# ---- multicycle_control_flat ----
Fig. 1: multicycle_control_flat, wire density map
(4 px per micron) 9 x 17 tiles, from dark purple (low) to yellow (high), scaled to the fullest tile. Values are wire area over tile area, all layers added.
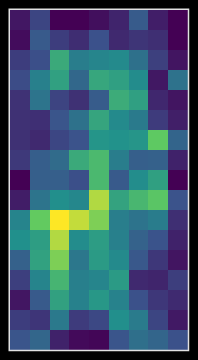

File: src/rtl/multicycle_control_if.sv
// Control-path bundle between the multicycle main FSM and the shared datapath.
// Latency: wires only, no storage.
// Backpressure: the datapath memory stalls the FSM through mem_ready; nothing else throttles.
//
// Signals (direction as seen by the controller, modport master):
//   in : opcode[5:0]  IR[31:26], valid from DECODE onward
//   in : zero         ALU Zero flag (datapath gates pc_write_cond with it)
//   in : mem_ready    memory completes the current access this cycle
//   out: pc_write, pc_write_cond, pc_source[1:0], i_or_d, mem_read, mem_write,
//        ir_write, mem_to_reg, reg_dst, reg_write, alu_src_a, alu_src_b[1:0],
//        alu_op[1:0], instr_done, illegal_op, bus_error, state[3:0], instr_count[31:0]
interface multicycle_control_if;
    logic [5:0]  opcode;
    logic        zero;
    logic        mem_ready;

    logic        pc_write;
    logic        pc_write_cond;
    logic [1:0]  pc_source;
    logic        i_or_d;
    logic        mem_read;
    logic        mem_write;
    logic        ir_write;
    logic        mem_to_reg;
    logic        reg_dst;
    logic        reg_write;
    logic        alu_src_a;
    logic [1:0]  alu_src_b;
    logic [1:0]  alu_op;
    logic        instr_done;
    logic        illegal_op;
    logic        bus_error;
    logic [3:0]  state;
    logic [31:0] instr_count;

    modport master (
        input  opcode, zero, mem_ready,
        output pc_write, pc_write_cond, pc_source, i_or_d, mem_read, mem_write,
               ir_write, mem_to_reg, reg_dst, reg_write, alu_src_a, alu_src_b,
               alu_op, instr_done, illegal_op, bus_error, state, instr_count
    );

    modport slave (
        output opcode, zero, mem_ready,
        input  pc_write, pc_write_cond, pc_source, i_or_d, mem_read, mem_write,
               ir_write, mem_to_reg, reg_dst, reg_write, alu_src_a, alu_src_b,
               alu_op, instr_done, illegal_op, bus_error, state, instr_count
    );
endinterface

File: src/rtl/multicycle_control.sv
// Main control FSM of the multi-cycle CPU: sequences FETCH/DECODE/EXECUTE/MEM/WB over one shared ALU/memory/regfile.
// Latency (mem_ready=1): R-type 4, lw 5, sw 4, addi 4, beq 3, j 3 cycles; illegal opcode 2 cycles.
// Backpressure: FETCH/MEM_READ/MEM_WRITE hold until mem_ready; after WAIT_LIMIT idle cycles a bus_error aborts to FETCH.
//
// Ports: clk, reset (synchronous, active-high; all outputs forced to 0 while high),
//        bus (multicycle_control_if.master: opcode/zero/mem_ready in, datapath controls out).
// Optional: define MULTICYCLE_INSTR_COUNT_EN to build the 32-bit retired-instruction counter;
//           otherwise instr_count is tied to 0.
// CNT_W must satisfy 2**CNT_W > WAIT_LIMIT so the counter can reach the limit.
module multicycle_control #(
    parameter int WAIT_LIMIT = 15,
    parameter int CNT_W      = 4
) (
    input  logic                 clk,
    input  logic                 reset,
    multicycle_control_if.master bus
);

    typedef enum logic [3:0] {
        S_FETCH     = 4'd0,
        S_DECODE    = 4'd1,
        S_MEM_ADDR  = 4'd2,
        S_MEM_READ  = 4'd3,
        S_MEM_WB    = 4'd4,
        S_MEM_WRITE = 4'd5,
        S_EXECUTE   = 4'd6,
        S_R_WB      = 4'd7,
        S_BRANCH    = 4'd8,
        S_ADDI_WB   = 4'd9,
        S_JUMP      = 4'd10
    } state_t;

    // Memory-path instructions share MEM_ADDR; the class picks the branch out of it.
    typedef enum logic [1:0] {
        CLS_NONE = 2'd0,
        CLS_LW   = 2'd1,
        CLS_SW   = 2'd2,
        CLS_ADDI = 2'd3
    } op_class_t;

    typedef struct packed {
        logic       pc_write;
        logic       pc_write_cond;
        logic [1:0] pc_source;
        logic       i_or_d;
        logic       mem_read;
        logic       mem_write;
        logic       ir_write;
        logic       mem_to_reg;
        logic       reg_dst;
        logic       reg_write;
        logic       alu_src_a;
        logic [1:0] alu_src_b;
        logic [1:0] alu_op;
        logic       instr_done;
        logic       illegal_op;
        logic       bus_error;
    } ctrl_t;

    localparam logic [5:0] OP_RTYPE = 6'b000000;
    localparam logic [5:0] OP_LW    = 6'b100011;
    localparam logic [5:0] OP_SW    = 6'b101011;
    localparam logic [5:0] OP_BEQ   = 6'b000100;
    localparam logic [5:0] OP_ADDI  = 6'b001000;
    localparam logic [5:0] OP_J     = 6'b000010;

    state_t           state_q, state_d;
    op_class_t        cls_q, cls_d;
    logic [CNT_W-1:0] wait_q, wait_d;
    ctrl_t            ctrl, ctrl_o;
    logic             wait_expired;
    logic             unused_zero;

    // The Zero flag is consumed by the datapath's PC-load gate, not here.
    assign unused_zero = bus.zero;

    // mem_ready in the limit cycle takes priority, so expiry requires it low.
    assign wait_expired = !bus.mem_ready && (wait_q == CNT_W'(WAIT_LIMIT));

    always_ff @(posedge clk) begin
        if (reset) begin
            state_q <= S_FETCH;
            cls_q   <= CLS_NONE;
            wait_q  <= '0;
        end else begin
            state_q <= state_d;
            cls_q   <= cls_d;
            wait_q  <= wait_d;
        end
    end

    // wait_d defaults to 0: any state change, any mem_ready and any timeout clears it.
    always_comb begin
        ctrl    = '0;
        state_d = state_q;
        cls_d   = cls_q;
        wait_d  = '0;
        case (state_q)
            S_FETCH: begin
                ctrl.mem_read  = 1'b1;
                ctrl.alu_src_b = 2'b01;
                if (bus.mem_ready) begin
                    ctrl.ir_write = 1'b1;
                    ctrl.pc_write = 1'b1;
                    state_d       = S_DECODE;
                end else if (wait_expired) begin
                    // PC untouched, so staying in FETCH retries the same address.
                    ctrl.bus_error = 1'b1;
                end else begin
                    wait_d = wait_q + CNT_W'(1);
                end
            end
            S_DECODE: begin
                ctrl.alu_src_b = 2'b11;
                cls_d          = CLS_NONE;
                case (bus.opcode)
                    OP_RTYPE: state_d = S_EXECUTE;
                    OP_LW: begin
                        cls_d   = CLS_LW;
                        state_d = S_MEM_ADDR;
                    end
                    OP_SW: begin
                        cls_d   = CLS_SW;
                        state_d = S_MEM_ADDR;
                    end
                    OP_ADDI: begin
                        cls_d   = CLS_ADDI;
                        state_d = S_MEM_ADDR;
                    end
                    OP_BEQ:   state_d = S_BRANCH;
                    OP_J:     state_d = S_JUMP;
                    default: begin
                        ctrl.illegal_op = 1'b1;
                        state_d         = S_FETCH;
                    end
                endcase
            end
            S_MEM_ADDR: begin
                ctrl.alu_src_a = 1'b1;
                ctrl.alu_src_b = 2'b10;
                case (cls_q)
                    CLS_LW:   state_d = S_MEM_READ;
                    CLS_SW:   state_d = S_MEM_WRITE;
                    CLS_ADDI: state_d = S_ADDI_WB;
                    default:  state_d = S_FETCH;
                endcase
            end
            S_MEM_READ: begin
                ctrl.mem_read = 1'b1;
                ctrl.i_or_d   = 1'b1;
                if (bus.mem_ready) begin
                    state_d = S_MEM_WB;
                end else if (wait_expired) begin
                    ctrl.bus_error = 1'b1;
                    state_d        = S_FETCH;
                end else begin
                    wait_d = wait_q + CNT_W'(1);
                end
            end
            S_MEM_WB: begin
                ctrl.reg_write  = 1'b1;
                ctrl.mem_to_reg = 1'b1;
                ctrl.instr_done = 1'b1;
                state_d         = S_FETCH;
            end
            S_MEM_WRITE: begin
                ctrl.i_or_d = 1'b1;
                if (bus.mem_ready) begin
                    ctrl.mem_write  = 1'b1;
                    ctrl.instr_done = 1'b1;
                    state_d         = S_FETCH;
                end else if (wait_expired) begin
                    // Write strobe dropped so the aborted store cannot land.
                    ctrl.bus_error = 1'b1;
                    state_d        = S_FETCH;
                end else begin
                    ctrl.mem_write = 1'b1;
                    wait_d         = wait_q + CNT_W'(1);
                end
            end
            S_EXECUTE: begin
                ctrl.alu_src_a = 1'b1;
                ctrl.alu_op    = 2'b10;
                state_d        = S_R_WB;
            end
            S_R_WB: begin
                ctrl.reg_write  = 1'b1;
                ctrl.reg_dst    = 1'b1;
                ctrl.instr_done = 1'b1;
                state_d         = S_FETCH;
            end
            S_ADDI_WB: begin
                ctrl.reg_write  = 1'b1;
                ctrl.instr_done = 1'b1;
                state_d         = S_FETCH;
            end
            S_BRANCH: begin
                ctrl.alu_src_a     = 1'b1;
                ctrl.alu_op        = 2'b01;
                ctrl.pc_write_cond = 1'b1;
                ctrl.pc_source     = 2'b01;
                ctrl.instr_done    = 1'b1;
                state_d            = S_FETCH;
            end
            S_JUMP: begin
                ctrl.pc_write   = 1'b1;
                ctrl.pc_source  = 2'b10;
                ctrl.instr_done = 1'b1;
                state_d         = S_FETCH;
            end
            default: state_d = S_FETCH;
        endcase
    end

    // Reset masks everything combinationally so no write escapes in the reset cycle itself.
    assign ctrl_o = reset ? '0 : ctrl;

    assign bus.pc_write      = ctrl_o.pc_write;
    assign bus.pc_write_cond = ctrl_o.pc_write_cond;
    assign bus.pc_source     = ctrl_o.pc_source;
    assign bus.i_or_d        = ctrl_o.i_or_d;
    assign bus.mem_read      = ctrl_o.mem_read;
    assign bus.mem_write     = ctrl_o.mem_write;
    assign bus.ir_write      = ctrl_o.ir_write;
    assign bus.mem_to_reg    = ctrl_o.mem_to_reg;
    assign bus.reg_dst       = ctrl_o.reg_dst;
    assign bus.reg_write     = ctrl_o.reg_write;
    assign bus.alu_src_a     = ctrl_o.alu_src_a;
    assign bus.alu_src_b     = ctrl_o.alu_src_b;
    assign bus.alu_op        = ctrl_o.alu_op;
    assign bus.instr_done    = ctrl_o.instr_done;
    assign bus.illegal_op    = ctrl_o.illegal_op;
    assign bus.bus_error     = ctrl_o.bus_error;
    assign bus.state         = reset ? 4'd0 : state_q;

`ifdef MULTICYCLE_INSTR_COUNT_EN
    logic [31:0] count_q;

    always_ff @(posedge clk) begin
        if (reset) begin
            count_q <= '0;
        end else if (ctrl.instr_done) begin
            count_q <= count_q + 32'd1;
        end
    end

    assign bus.instr_count = reset ? 32'd0 : count_q;
`else
    assign bus.instr_count = 32'd0;
`endif

endmodule

File: src/flat_wrapper.sv
// flat-port wrapper written by rule: the top's interface ports become plain ports
module multicycle_control_flat 
#(
    parameter int WAIT_LIMIT = 15,
    parameter int CNT_W      = 4
)
  (clk, reset, bus_opcode, bus_zero, bus_mem_ready, bus_pc_write, bus_pc_write_cond, bus_pc_source, bus_i_or_d, bus_mem_read, bus_mem_write, bus_ir_write, bus_mem_to_reg, bus_reg_dst, bus_reg_write, bus_alu_src_a, bus_alu_src_b, bus_alu_op, bus_instr_done, bus_illegal_op, bus_bus_error, bus_state, bus_instr_count);
  multicycle_control_if bus_i ();
  input  logic clk;
  input  logic reset;
  input wire logic [$bits(bus_i.opcode)-1:0] bus_opcode;
  input wire logic [$bits(bus_i.zero)-1:0] bus_zero;
  input wire logic [$bits(bus_i.mem_ready)-1:0] bus_mem_ready;
  output wire logic [$bits(bus_i.pc_write)-1:0] bus_pc_write;
  output wire logic [$bits(bus_i.pc_write_cond)-1:0] bus_pc_write_cond;
  output wire logic [$bits(bus_i.pc_source)-1:0] bus_pc_source;
  output wire logic [$bits(bus_i.i_or_d)-1:0] bus_i_or_d;
  output wire logic [$bits(bus_i.mem_read)-1:0] bus_mem_read;
  output wire logic [$bits(bus_i.mem_write)-1:0] bus_mem_write;
  output wire logic [$bits(bus_i.ir_write)-1:0] bus_ir_write;
  output wire logic [$bits(bus_i.mem_to_reg)-1:0] bus_mem_to_reg;
  output wire logic [$bits(bus_i.reg_dst)-1:0] bus_reg_dst;
  output wire logic [$bits(bus_i.reg_write)-1:0] bus_reg_write;
  output wire logic [$bits(bus_i.alu_src_a)-1:0] bus_alu_src_a;
  output wire logic [$bits(bus_i.alu_src_b)-1:0] bus_alu_src_b;
  output wire logic [$bits(bus_i.alu_op)-1:0] bus_alu_op;
  output wire logic [$bits(bus_i.instr_done)-1:0] bus_instr_done;
  output wire logic [$bits(bus_i.illegal_op)-1:0] bus_illegal_op;
  output wire logic [$bits(bus_i.bus_error)-1:0] bus_bus_error;
  output wire logic [$bits(bus_i.state)-1:0] bus_state;
  output wire logic [$bits(bus_i.instr_count)-1:0] bus_instr_count;
  assign bus_i.opcode = bus_opcode;
  assign bus_i.zero = bus_zero;
  assign bus_i.mem_ready = bus_mem_ready;
  assign bus_pc_write = bus_i.pc_write;
  assign bus_pc_write_cond = bus_i.pc_write_cond;
  assign bus_pc_source = bus_i.pc_source;
  assign bus_i_or_d = bus_i.i_or_d;
  assign bus_mem_read = bus_i.mem_read;
  assign bus_mem_write = bus_i.mem_write;
  assign bus_ir_write = bus_i.ir_write;
  assign bus_mem_to_reg = bus_i.mem_to_reg;
  assign bus_reg_dst = bus_i.reg_dst;
  assign bus_reg_write = bus_i.reg_write;
  assign bus_alu_src_a = bus_i.alu_src_a;
  assign bus_alu_src_b = bus_i.alu_src_b;
  assign bus_alu_op = bus_i.alu_op;
  assign bus_instr_done = bus_i.instr_done;
  assign bus_illegal_op = bus_i.illegal_op;
  assign bus_bus_error = bus_i.bus_error;
  assign bus_state = bus_i.state;
  assign bus_instr_count = bus_i.instr_count;
  multicycle_control #(.WAIT_LIMIT(WAIT_LIMIT), .CNT_W(CNT_W)) u_core (.clk(clk), .reset(reset), .bus(bus_i));
endmodule
File: config.mk
export PLATFORM = sky130hd
export DESIGN_NAME = multicycle_control_flat
export DESIGN_NICKNAME = d
export VERILOG_FILES = /design/src/rtl/multicycle_control_if.sv /design/src/rtl/multicycle_control.sv /design/src/flat_wrapper.sv
export SDC_FILE = /design/constraint.sdc
export NUM_CORES = 1
export LEC_CHECK = 0
export CORE_ASPECT_RATIO = 2
export CORE_MARGIN = 2
export CORE_UTILIZATION = 35
export DETAILED_ROUTE_END_ITERATION = 8
export PLACE_DENSITY_LB_ADDON = 0.05
export REMOVE_ABC_BUFFERS = 1
export SYNTH_ARGS = -nofsm -noshare
export SYNTH_HDL_FRONTEND = slang
export SYNTH_SLANG_ARGS = --single-unit
export TNS_END_PERCENT = 5
File: constraint.sdc
create_clock -name clk -period 1.4 [get_ports clk]
set_input_delay 0.28 -clock clk [delete_from_list [all_inputs] [get_ports clk]]
set_output_delay 0.28 -clock clk [all_outputs]
set_load 0.01 [all_outputs]
# ---- divider_4bit_seq ----
**src/rtl/divider_4bit_seq_pkg.sv**
```systemverilog
// divider_4bit_seq_pkg: shared state encoding, default width and iteration counter width for the divider
package divider_4bit_seq_pkg;
  typedef enum logic [1:0] {IDLE = 2'd0, RUN = 2'd1, DONE = 2'd2} state_t;
  localparam int DIV_WIDTH = 4;
  localparam int DIV_CNT_W = $clog2(DIV_WIDTH + 1);
endpackage

```
**src/rtl/divider_4bit_seq_subtractor.sv**
```systemverilog
// subtractor_4bit: WIDTH-bit ripple-borrow subtractor built from full-subtractor cells, borrow-in tied 0
module subtractor_4bit #(
  parameter int WIDTH = 4
) (
  input  logic [WIDTH-1:0] a_i,
  input  logic [WIDTH-1:0] b_i,
  output logic [WIDTH-1:0] diff_o,
  output logic             borrow_o
);
  logic [WIDTH:0] bw;
  assign bw[0] = 1'b0;
  for (genvar i = 0; i < WIDTH; i++) begin : g_fs
    assign diff_o[i] = a_i[i] ^ b_i[i] ^ bw[i];
    assign bw[i+1]   = (~a_i[i] & b_i[i]) | (~(a_i[i] ^ b_i[i]) & bw[i]);
  end
  assign borrow_o = bw[WIDTH];
endmodule

```
**src/rtl/divider_4bit_seq.sv**
```systemverilog
// divider_4bit_seq: sequential restoring divider with Start/Busy/Done handshake; DIV_ZERO_FAST_EN skips RUN for B==0
module divider_4bit_seq
  import divider_4bit_seq_pkg::*;
#(
  parameter int WIDTH = DIV_WIDTH
) (
  input  logic             CLK,
  input  logic             RST_N,
  input  logic             Start,
  input  logic [WIDTH-1:0] A,
  input  logic [WIDTH-1:0] B,
  output logic [WIDTH-1:0] Quotient,
  output logic [WIDTH-1:0] Remainder,
  output logic             Busy,
  output logic             Done,
  output logic             DivByZero
);
  localparam int CW = $clog2(WIDTH + 1);
  localparam logic [CW-1:0] LAST = CW'(WIDTH - 1);
  state_t           state_q;
  logic [CW-1:0]    cnt_q;
  logic [WIDTH-1:0] dvd_q, dvs_q, r_q, quot_q, rem_q;
  logic [WIDTH-2:0] quo_q;
  logic             dbz_q, busy_q, done_q;
  logic [WIDTH:0]   s_d;
  logic [WIDTH-1:0] diff, r_d, quo_d;
  logic             borrow, q_bit;
  assign s_d = {r_q, dvd_q[WIDTH-1]};
  subtractor_4bit #(.WIDTH(WIDTH)) u_sub (
    .a_i     (s_d[WIDTH-1:0]),
    .b_i     (dvs_q),
    .diff_o  (diff),
    .borrow_o(borrow)
  );
  // one restoring step: a quotient bit is 1 when the shifted-out bit is set or the trial subtraction did not borrow
  always_comb begin
    q_bit = s_d[WIDTH] | ~borrow;
    r_d   = q_bit ? diff : s_d[WIDTH-1:0];
    quo_d = {quo_q, q_bit};
  end
  // control FSM, shift registers and registered result/handshake outputs
  always_ff @(posedge CLK or negedge RST_N) begin
    if (!RST_N) begin
      state_q <= IDLE;
      cnt_q   <= '0;
      dvd_q   <= '0;
      dvs_q   <= '0;
      r_q     <= '0;
      quo_q   <= '0;
      quot_q  <= '0;
      rem_q   <= '0;
      dbz_q   <= 1'b0;
      busy_q  <= 1'b0;
      done_q  <= 1'b0;
    end else begin
      case (state_q)
        IDLE: if (Start) begin
          dvd_q <= A;
          dvs_q <= B;
          r_q   <= '0;
          quo_q <= '0;
          cnt_q <= '0;
`ifdef DIV_ZERO_FAST_EN
          if (B == '0) begin
            state_q <= DONE;
            done_q  <= 1'b1;
            quot_q  <= '1;
            rem_q   <= A;
            dbz_q   <= 1'b1;
          end else begin
            state_q <= RUN;
            busy_q  <= 1'b1;
          end
`else
          state_q <= RUN;
          busy_q  <= 1'b1;
`endif
        end
        RUN: begin
          dvd_q <= {dvd_q[WIDTH-2:0], 1'b0};
          r_q   <= r_d;
          quo_q <= quo_d[WIDTH-2:0];
          cnt_q <= cnt_q + CW'(1);
          if (cnt_q == LAST) begin
            state_q <= DONE;
            busy_q  <= 1'b0;
            done_q  <= 1'b1;
            quot_q  <= quo_d;
            rem_q   <= r_d;
            dbz_q   <= (dvs_q == '0);
          end
        end
        DONE: begin
          state_q <= IDLE;
          done_q  <= 1'b0;
        end
        default: state_q <= IDLE;
      endcase
    end
  end
  assign Quotient  = quot_q;
  assign Remainder = rem_q;
  assign Busy      = busy_q;
  assign Done      = done_q;
  assign DivByZero = dbz_q;
endmodule

```
**config.mk**
```make
export PLATFORM = sky130hd
export DESIGN_NAME = divider_4bit_seq
export DESIGN_NICKNAME = d
export VERILOG_FILES = /design/src/rtl/divider_4bit_seq_pkg.sv /design/src/rtl/divider_4bit_seq_subtractor.sv /design/src/rtl/divider_4bit_seq.sv
export SDC_FILE = /design/constraint.sdc
export NUM_CORES = 1
export LEC_CHECK = 0
export CAP_MARGIN = 20
export CORE_ASPECT_RATIO = 0.9
export CORE_MARGIN = 4
export CORE_UTILIZATION = 50
export CTS_CLUSTER_DIAMETER = 40
export DETAILED_ROUTE_END_ITERATION = 10
export GPL_ROUTABILITY_DRIVEN = 0
export PLACE_DENSITY = 0.76
export SLEW_MARGIN = 10
export SYNTH_ARGS = -nofsm -noshare
export SYNTH_HDL_FRONTEND = slang
export SYNTH_SLANG_ARGS = --single-unit
export TNS_END_PERCENT = 50
```
**constraint.sdc**
```tcl
create_clock -name CLK -period 2.85 [get_ports CLK]
set_input_delay 0.57 -clock CLK [delete_from_list [all_inputs] [get_ports CLK]]
set_output_delay 0.57 -clock CLK [all_outputs]
set_load 0.02 [all_outputs]
```
# ---- dec_64b_sync ----
[src/rtl/dec_pkg.sv]
// Shared widths and types for the 6-to-64 one-hot decoder.
// Index width, output width and predecode group width live here.
package dec_pkg;
    localparam int IDX_W = 6;
    localparam int OUT_W = 64;
    localparam int GRP_W = 8;

    typedef logic [IDX_W-1:0] idx_t;
    typedef logic [OUT_W-1:0] onehot_t;
endpackage

[src/rtl/dec_8b.sv]
// 3-to-8 one-hot predecoder with enable; purely combinational.
module dec_8b
    import dec_pkg::*;
(
    input  logic             i_en,
    input  logic [2:0]       i_sel,
    output logic [GRP_W-1:0] o_dec
);
    always_comb begin
        o_dec = '0;
        if (i_en) begin
            o_dec[i_sel] = 1'b1;
        end
    end
endmodule

[src/rtl/dec_64b_sync.sv]
// 6-bit index to 64-bit one-hot decoder built from two 3-to-8 predecodes
// and an 8x8 AND matrix, with an optional output register stage.
module dec_64b_sync
    import dec_pkg::*;
#(
    parameter bit REG_OUT = 1'b1
) (
    input  logic    clk_i,
    input  logic    rst_i,
    input  idx_t    in_data_i,
    input  logic    in_valid_i,
    output onehot_t out_data_o,
    output logic    out_valid_o
);
    logic [GRP_W-1:0] w_hi;
    logic [GRP_W-1:0] w_lo;
    onehot_t          w_dec;

    // Valid gates only the upper predecode, which is enough to zero every AND.
    dec_8b u_dec_hi (
        .i_en  (in_valid_i),
        .i_sel (in_data_i[5:3]),
        .o_dec (w_hi)
    );

    dec_8b u_dec_lo (
        .i_en  (1'b1),
        .i_sel (in_data_i[2:0]),
        .o_dec (w_lo)
    );

    for (genvar h = 0; h < GRP_W; h++) begin : g_hi
        for (genvar l = 0; l < GRP_W; l++) begin : g_lo
            assign w_dec[GRP_W*h + l] = w_hi[h] & w_lo[l];
        end
    end

    if (REG_OUT) begin : g_reg
        onehot_t r_data;
        logic    r_valid;

        always_ff @(posedge clk_i) begin
            if (rst_i) begin
                r_data  <= '0;
                r_valid <= 1'b0;
            end else begin
                r_data  <= w_dec;
                r_valid <= in_valid_i;
            end
        end

        assign out_data_o  = r_data;
        assign out_valid_o = r_valid;
    end else begin : g_comb
        // Forcing zero during reset keeps both builds observably identical.
        assign out_data_o  = rst_i ? '0 : w_dec;
        assign out_valid_o = rst_i ? 1'b0 : in_valid_i;
    end
endmodule

[config.mk]
export PLATFORM = sky130hd
export DESIGN_NAME = dec_64b_sync
export DESIGN_NICKNAME = d
export VERILOG_FILES = /design/src/rtl/dec_pkg.sv /design/src/rtl/dec_8b.sv /design/src/rtl/dec_64b_sync.sv
export SDC_FILE = /design/constraint.sdc
export NUM_CORES = 1
export LEC_CHECK = 0
export CAP_MARGIN = 20
export CORE_AREA = 2 2 84 70
export DETAILED_ROUTE_END_ITERATION = 6
export DIE_AREA = 0 0 86 72
export PLACE_DENSITY = 0.68
export SYNTH_ARGS = -nofsm -noshare
export SYNTH_HDL_FRONTEND = slang
export SYNTH_SLANG_ARGS = --single-unit
[constraint.sdc]
create_clock -name clk_i -period 3.19 [get_ports clk_i]
set_input_delay 0.638 -clock clk_i [delete_from_list [all_inputs] [get_ports clk_i]]
set_output_delay 0.638 -clock clk_i [all_outputs]
set_load 0.005 [all_outputs]
# ---- chip8_draw_ctrl ----
`src/rtl/chip8_pkg.sv`:
```
// Shared types and constants for the CHIP-8 sprite-draw sequencer.
package chip8_pkg;

   typedef enum logic [2:0] {
      S_IDLE   = 3'd0,
      S_CLEAR  = 3'd1,
      S_VBWAIT = 3'd2,
      S_FETCH  = 3'd3,
      S_WAIT   = 3'd4,
      S_DRAW   = 3'd5,
      S_SAMPLE = 3'd6,
      S_FINISH = 3'd7
   } state_t;

   localparam int SCREEN_W = 64;
   localparam int SCREEN_H = 32;
   localparam int MAX_ROWS = 15;
   localparam int X_W      = $clog2(SCREEN_W);
   localparam int Y_W      = $clog2(SCREEN_H);

   localparam logic [3:0] VF_IDX = 4'hF;

endpackage

```
`src/rtl/chip8_draw_ctrl.sv`:
```
// DXYN / 00E0 sequencer: fetches sprite rows, drives the XOR datapath,
// accumulates collision and reports it through VF.
module chip8_draw_ctrl
   import chip8_pkg::*;
#(
   parameter int ADDR_W      = 12,
   parameter int MEM_LAT     = 1,
   parameter int VBLANK_WAIT = 0
) (
   input  logic              clk,
   input  logic              reset,
   input  logic              start,
   input  logic              cls,
   input  logic [7:0]        vx,
   input  logic [7:0]        vy,
   input  logic [3:0]        n,
   input  logic [ADDR_W-1:0] i_reg,
   input  logic              vblank,
   output logic              mem_rd_en,
   output logic [ADDR_W-1:0] mem_addr,
   input  logic [7:0]        mem_rdata,
   output logic [5:0]        disp_x,
   output logic [4:0]        disp_y,
   output logic [3:0]        disp_row_index,
   output logic [7:0]        disp_sprite_data,
   output logic              disp_draw,
   input  logic              disp_collision,
   output logic              fb_clear,
   output logic              vf_we,
   output logic [7:0]        vf_out,
   output logic              busy,
   output logic              done
);

   state_t r_state;
   state_t w_next;

   logic [X_W-1:0]    r_x;
   logic [Y_W-1:0]    r_y;
   logic [3:0]        r_n;
   logic [ADDR_W-1:0] r_i;
   logic [3:0]        r_row;
   logic              r_sticky;
   logic              r_clr;
   logic [1:0]        r_wcnt;
   logic [X_W-1:0]    r_disp_x;
   logic [Y_W-1:0]    r_disp_y;
   logic [3:0]        r_disp_row;
   logic [7:0]        r_sprite;

   logic w_wlast;
   logic w_last_row;

   assign w_wlast    = (r_wcnt == 2'(MEM_LAT - 1));
   assign w_last_row = (r_row == r_n - 4'd1);

   always_ff @(posedge clk) begin
      if (reset) r_state <= S_IDLE;
      else       r_state <= w_next;
   end

   always_comb begin
      w_next = r_state;
      unique case (r_state)
         S_IDLE: begin
            if (cls)
               w_next = S_CLEAR;
            else if (start) begin
               if (n == 4'd0)            w_next = S_FINISH;
               else if (VBLANK_WAIT != 0) w_next = S_VBWAIT;
               else                       w_next = S_FETCH;
            end
         end
         S_CLEAR:  w_next = S_FINISH;
         S_VBWAIT: if (vblank) w_next = S_FETCH;
         S_FETCH:  w_next = S_WAIT;
         S_WAIT:   if (w_wlast) w_next = S_DRAW;
         S_DRAW:   w_next = S_SAMPLE;
         S_SAMPLE: w_next = w_last_row ? S_FINISH : S_FETCH;
         S_FINISH: w_next = S_IDLE;
         default:  w_next = S_IDLE;
      endcase
   end

   // Display outputs are loaded in the last WAIT cycle so they hold between rows.
   always_ff @(posedge clk) begin
      if (reset) begin
         r_x        <= '0;
         r_y        <= '0;
         r_n        <= '0;
         r_i        <= '0;
         r_row      <= '0;
         r_sticky   <= 1'b0;
         r_clr      <= 1'b0;
         r_wcnt     <= '0;
         r_disp_x   <= '0;
         r_disp_y   <= '0;
         r_disp_row <= '0;
         r_sprite   <= '0;
      end else begin
         unique case (r_state)
            S_IDLE: begin
               if (cls) begin
                  r_clr <= 1'b1;
               end else if (start) begin
                  r_clr    <= 1'b0;
                  r_x      <= X_W'(vx);
                  r_y      <= Y_W'(vy);
                  r_n      <= n;
                  r_i      <= i_reg;
                  r_row    <= '0;
                  r_sticky <= 1'b0;
               end
            end
            S_FETCH: r_wcnt <= '0;
            S_WAIT: begin
               r_wcnt <= r_wcnt + 2'd1;
               if (w_wlast) begin
                  r_sprite   <= mem_rdata;
                  r_disp_x   <= r_x;
                  r_disp_y   <= r_y;
                  r_disp_row <= r_row;
               end
            end
            S_SAMPLE: begin
               r_sticky <= r_sticky | disp_collision;
               if (!w_last_row) r_row <= r_row + 4'd1;
            end
            default: ;
         endcase
      end
   end

   always_comb begin
      mem_rd_en = 1'b0;
      disp_draw = 1'b0;
      fb_clear  = 1'b0;
      vf_we     = 1'b0;
      vf_out    = 8'h00;
      done      = 1'b0;
      busy      = (r_state != S_IDLE);
      unique case (r_state)
         S_FETCH: mem_rd_en = 1'b1;
         S_DRAW:  disp_draw = 1'b1;
         S_CLEAR: fb_clear  = 1'b1;
         S_FINISH: begin
            done = 1'b1;
            if (!r_clr) begin
               vf_we  = 1'b1;
               vf_out = {7'b0, r_sticky};
            end
         end
         default: ;
      endcase
   end

   assign mem_addr         = r_i + ADDR_W'(r_row);
   assign disp_x           = r_disp_x;
   assign disp_y           = r_disp_y;
   assign disp_row_index   = r_disp_row;
   assign disp_sprite_data = r_sprite;

endmodule
```
`config.mk`:
```
export PLATFORM = sky130hd
export DESIGN_NAME = chip8_draw_ctrl
export DESIGN_NICKNAME = d
export VERILOG_FILES = /design/src/rtl/chip8_pkg.sv /design/src/rtl/chip8_draw_ctrl.sv
export SDC_FILE = /design/constraint.sdc
export NUM_CORES = 1
export LEC_CHECK = 0
export CAP_MARGIN = 20
export CORE_MARGIN = 2
export CORE_UTILIZATION = 41
export DETAILED_ROUTE_END_ITERATION = 7
export PLACE_DENSITY = 0.8
export SLEW_MARGIN = 20
export SYNTH_ARGS = -nofsm -noshare
export SYNTH_HDL_FRONTEND = slang
export SYNTH_SLANG_ARGS = --single-unit
```
`constraint.sdc`:
```
create_clock -name clk -period 1.95 [get_ports clk]
set_input_delay 0.2925 -clock clk [delete_from_list [all_inputs] [get_ports clk]]
set_output_delay 0.2925 -clock clk [all_outputs]
set_load 0.01 [all_outputs]
```

==> screenshots <==
A small window of the routed layout.
panel A
Window x 28 to 58, y 21 to 51 microns. Cells in grey, sequential cells in the stronger grey; small squares are vias.
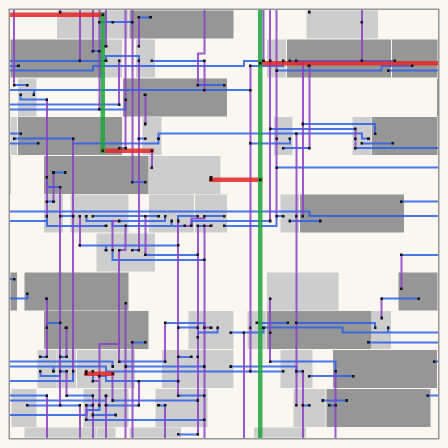
panel B
Window x 28 to 58, y 28 to 58 microns. Cells in grey, sequential cells in the stronger grey; small squares are vias.
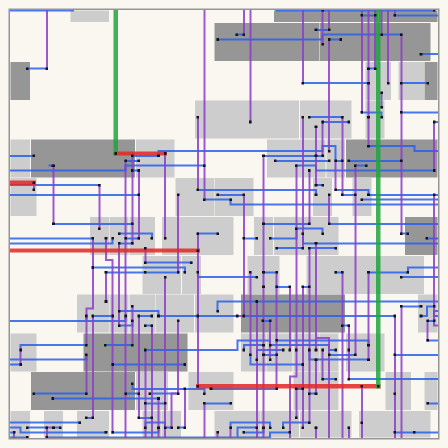
panel C
Window x 17 to 47, y 14 to 44 microns. Cells in grey, sequential cells in the stronger grey; small squares are vias.
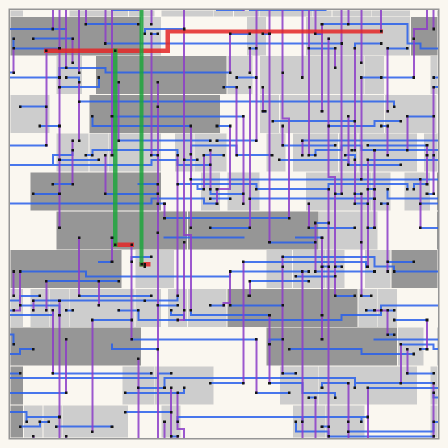
Panel A comes from dec_64b_sync.
Panel B comes from chip8_draw_ctrl.
Panel C comes from divider_4bit_seq.

Key to panel A:
metal 3 -> red
metal 4 -> green
metal 2 -> purple
metal 1 -> blue
most frequent = nor2_1 (13), dfxtp_1 (13), clkbuf_8 (4)
netlist names of flops here include = `out_data_o` (13)
sequential cells in the window = 13
cells with their middle in the window = 42

Fig. 2: multicycle_control_flat, metal layers overlaid
(6 px per micron) Only two layers are drawn.
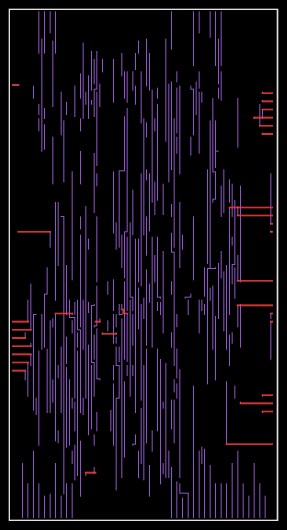
metal 2 -> purple  # wire length 2140 microns
metal 3 -> red  # wire length 86.2 microns

Fig. 3: multicycle_control_flat, cell outlines without signal wires
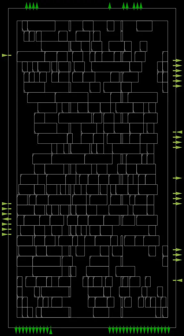
Finished Core Util: 62.5%
flop count: 10
n_taps: 31
register share of the cell area: 10.8%

Notes on Fig. 1 above:
mean over tiles = 0.14
fullest tile = 0.41
tiles over half the peak = 22%
densest ninth of the die = centre

==> flow_summary.toml, multicycle_control_flat <==
# implementation run metrics
[layout]
area_delta_synth_final_pct = 72.2
multi_input_comb_cells = 132
ff_latch_area_sq_um = 213
lay_top_cells = "buf_4, conb_1, buf_2"

[global_route]
grt_max_degree = 16

[setup_path]
rrSetupSlack_ns = -0.24
crit_type = "flip-flop to output pin"
cp-start-kind = "flip-flop"
crit_chain = "or4b_4, nor4_4, buf_2"
cp_num_buf_inv = 1
timing.rr.start = "u_core.wait_q[0]$_SDFF_PP0_"

[synthesis]
ys_types = 42
synth_compound_gate_area_share_pct = 13.4

[outcome]
violations = "setup timing"
status = "complete, but fails checks"

[clock_network]
cts-htree-levels = 1
cts.sinks = 10
cts_tree = "yes"

[timing]
clock_skew_ns = 0.00505
setup_viol = 25
setup_ws_ns = -0.349

[min_path]
min_from = "bus_opcode[3]"

[routing]
first_pass_iters = 4
remaining_drc_errors = 0
met2_length_mm = 2.14

[placed_design]
globalplace.congestion = 0.785

[pwr]
ir_worst_vdd_mv = 0.720
powerDensity_nw_per_um2 = 503
==> multicycle_control_flat: kinds of logic (layout without fill, tap and decap cells) <==
| group | count (synthesis) | count (layout) |
|---|---|---|
| other | 1 | 32 |
| multiplexers | 1 | 1 |
| adder cells (fa/ha/maj) | 1 | 1 |
| XOR/XNOR | 7 | 7 |
| buffers and inverters | 46 | 93 |
| AND/OR/NAND/NOR | 70 | 70 |
| AND-OR/OR-AND | 21 | 21 |
| flip-flops | 10 | 10 |
==> multicycle_control_flat: what timing repair did <==
item,in CTS,in global routing
pin swaps,14,14
gates cloned,0,0
resized,127,37
setup endpoints to repair,31,33
buffers inserted,3,2
Fig. 4: chip8_draw_ctrl, selected gate families
(4 px per micron)
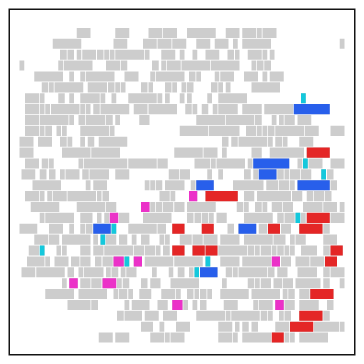
adder and majority cells -> blue  # cells 8
inverters -> cyan  # cells 10
AND and OR gates -> magenta  # cells 10
XOR/XNOR gates -> red  # cells 16

==> flow_summary.toml, chip8_draw_ctrl <==
# implementation run metrics
[outcome]
status = "complete, but fails checks"
violations = "setup timing"

[layout]
largest_reg_flops = 12
ff_latch_area_sq_um = 1230
nonClkBufAreaFrac_pct = 25.6
final_nets = 519
clock_buffers = 12
drive_gt1_share_pct = 19.4
seq_area_share_pct = 29.7

[synthesis]
synth_area_per_cell_sq_um = 7.72
ys_sh_mux_pct = 0.772
synth.logic.top_family = "simple AND/OR/NAND/NOR gates"
ys_types = 38
async_flop_share_pct = 0

[timing]
setup_ws_ns = -0.345
setup_viol = 9

[min_path]
hp-class = "input pin to flip-flop"

[floorplanning]
fp-utilization_pct = 42.9
tapcell.inserted = 77

[pwr]
seqPwrFrac_pct = 41.7

[setup_path]
cp.required_ns = 1.66

[global_route]
track_usage_pct = 19.9
grt_max_degree = 28
chip8_draw_ctrl: power groups by stage:
stage	Sequential (W)	Combinational, W	Clock, W
3_3_place_gp	0.00141	0.000816	0
6_report	0.00139	0.000850	0.00110
3_5_place_dp	0.00142	0.000834	0
5_1_grt	0.00140	0.000936	0.00119
2_1_floorplan	0.00142	0.000459	0
4_1_cts	0.00139	0.000837	0.00112
chip8_draw_ctrl: routing by layer:
metal	track usage, %	up-vias	share of wire, %
met1	23.3	1245	43
met3	4.52	8	5.1
met2	35.2	69	50
met5	0	-	0
met4	7.50	0	1.2
li1	-	1376	-
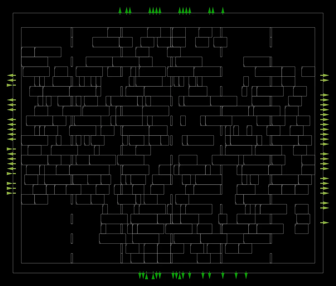
Fig. 5. Cell outlines without signal wires (dec_64b_sync).
core area: 5320 sq um
flop count: 65
fillcell total: 475

==> flow_summary.toml, dec_64b_sync <==
# implementation run metrics
[setup_path]
cp-end-kind = "flip-flop"
worstSetupStartpoint = "in_data_i[0]"
crit_type = "input pin to flip-flop"

[synthesis]
ys_sh_mux_pct = 0
ys_sh_simple_pct = 23.8
synth_area_per_cell_sq_um = 11.3
synth_area_leader_cell = "dfxtp_1"
ys_seq_share_pct = 71.8
synth_chip_area_sq_um = 1810
postSynthCellCount = 161

[layout]
final_nets = 239
n_all_inverters = 0
nonClkBufAreaFrac_pct = 26.7
multi_input_comb_cells = 81

[outcome]
status = "complete, no violations"

[routing]
wl_mm = 4.15
wl_per_cell_microns = 13.9

[pwr]
p_leak_nw = 0.950
powerDensity_nw_per_um2 = 562

[timing]
setup_ws_ns = 1.35
hold_viol_final = 0

[min_path]
hold_end = "out_valid_o$_SDFF_PP0_"
-- dec_64b_sync: per-layer routing --
metal	up-vias	track usage [%]	part of all wire (%)
li1	642	-	-
met1	588	17.4	45
met2	56	21.4	43
met3	6	9.22	11
met4	0	4.23	1.1
met5	-	0	0
-- dec_64b_sync: registers in the layout, indices dropped and copies added (netlist names) --
signal	count
out_data_o	64
out_valid_o	1
-- dec_64b_sync: critical path: cells and delay by family --
| kind | cells | cell delay (ns) |
|---|---|---|
| simple gates | 2 | 0.95 |
| buf+inv | 1 | 0.51 |
Fig. 6: divider_4bit_seq, wire density map
(4 px per micron) 13 x 12 tiles, from dark purple (low) to yellow (high), scaled to the fullest tile. Values are wire area over tile area, all layers added.
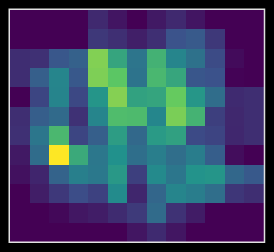
nearly empty tiles = 22%
mean over tiles = 0.11
densest ninth of the die = centre
tiles over half the peak = 17%
fullest tile = 0.43

Fig. 7: divider_4bit_seq, cell outlines without signal wires
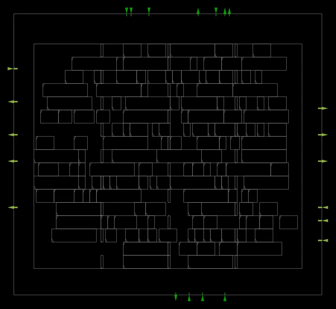
n_taps: 28
core area: 2550 sq um
post-route insts no fill: 177

==> flow_summary.toml, divider_4bit_seq <==
# implementation run metrics
[setup_path]
crit_path_max_incr_delay_ns = 0.39

[routing]
met1_length_mm = 1.19
wl_per_cell_microns = 14.1
met2_length_mm = 1.12
viasPerCell = 5.34

[job]
maxCapViolCount = 0

[clock_network]
post_cts_resized = 0
cts_buffer_depth = 2
path_clk_slew_ns = 0.10

[layout]
fillCellCount = 211
lay_top_cells = "dfrtp_1, nand2_1, clkdlybuf4s50_1"

[floorplanning]
rows = 17
die_area_sq_um = 3670

[timing]
final.min_clock_period_ns = 2.51
relSlewSlack_pct = 60.7
rsz0062_at_grt = "false"

[synthesis]
ys_seq_share_pct = 56.1
ys_cells = 125
synth.logic.top_family = "AND-OR/OR-AND gates"

[global_route]
grt_overflow = 0

[min_path]
hold_end = "Remainder[3]$_DFFE_PN0P_"

[pwr]
p_leak_nw = 0.737
power_frac_clock_pct = 12.3

[outcome]
status = "complete, no violations"
[divider_4bit_seq: power by group through the flow]
| stage | Combinational, W | Clock, W | Sequential, W |
|---|---|---|---|
| final | 0.000918 | 0.000241 | 0.000796 |
| after floorplan | 0.000609 | 0 | 0.000835 |
| after global routing | 0.00105 | 0.000268 | 0.000826 |
| after detailed placement | 0.000919 | 0 | 0.000805 |
| after global placement | 0.000895 | 0 | 0.000793 |
| after CTS | 0.000927 | 0.000249 | 0.000796 |


==> screenshots <==
Metal layers overlaid.
Plate I
(6 px per micron) Only two layers are drawn.
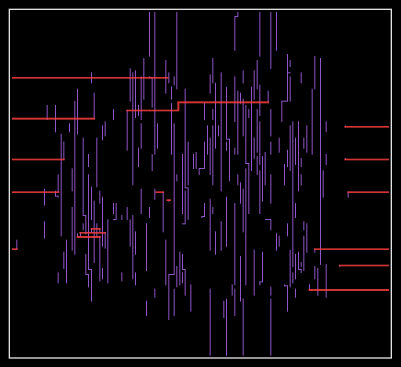
Plate II
(4 px per micron) Only two layers are drawn.
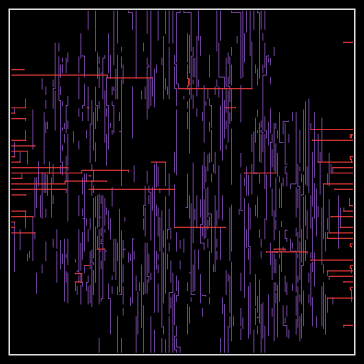
Plate III
(4 px per micron) Only two layers are drawn.
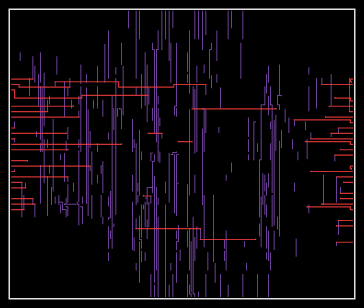
The one with the least wire is Plate I.
The one with the smallest die is Plate I.
Plate I is divider_4bit_seq.
Plate III is dec_64b_sync.
Plate II is chip8_draw_ctrl.

Key to Plate III:
metal 2 -> purple  # wire length 1800 microns
metal 3 -> red  # wire length 449 microns


## Gallery

Selected gate families.
picture 1
(4 px per micron)
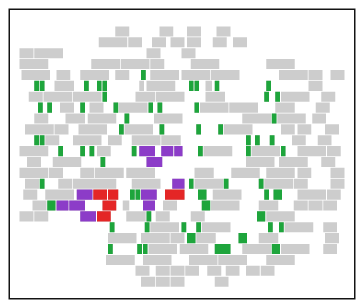
picture 2
(6 px per micron)
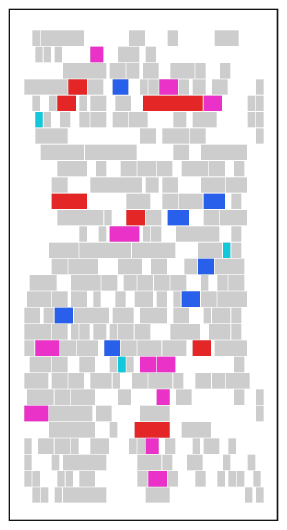
picture 3
(6 px per micron)
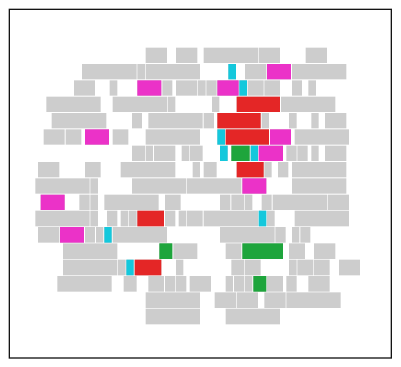
- multicycle_control_flat = picture 2
- dec_64b_sync = picture 1
- divider_4bit_seq = picture 3
Of these, largest die: picture 1
Of these, fewest cells: picture 3

Key to picture 2:
XOR/XNOR gates -> red  # cells 7
AND and OR gates -> magenta  # cells 11
AND-OR and OR-AND gates -> blue  # cells 7
inverters -> cyan  # cells 3

Power and IR drop assume default switching activity.
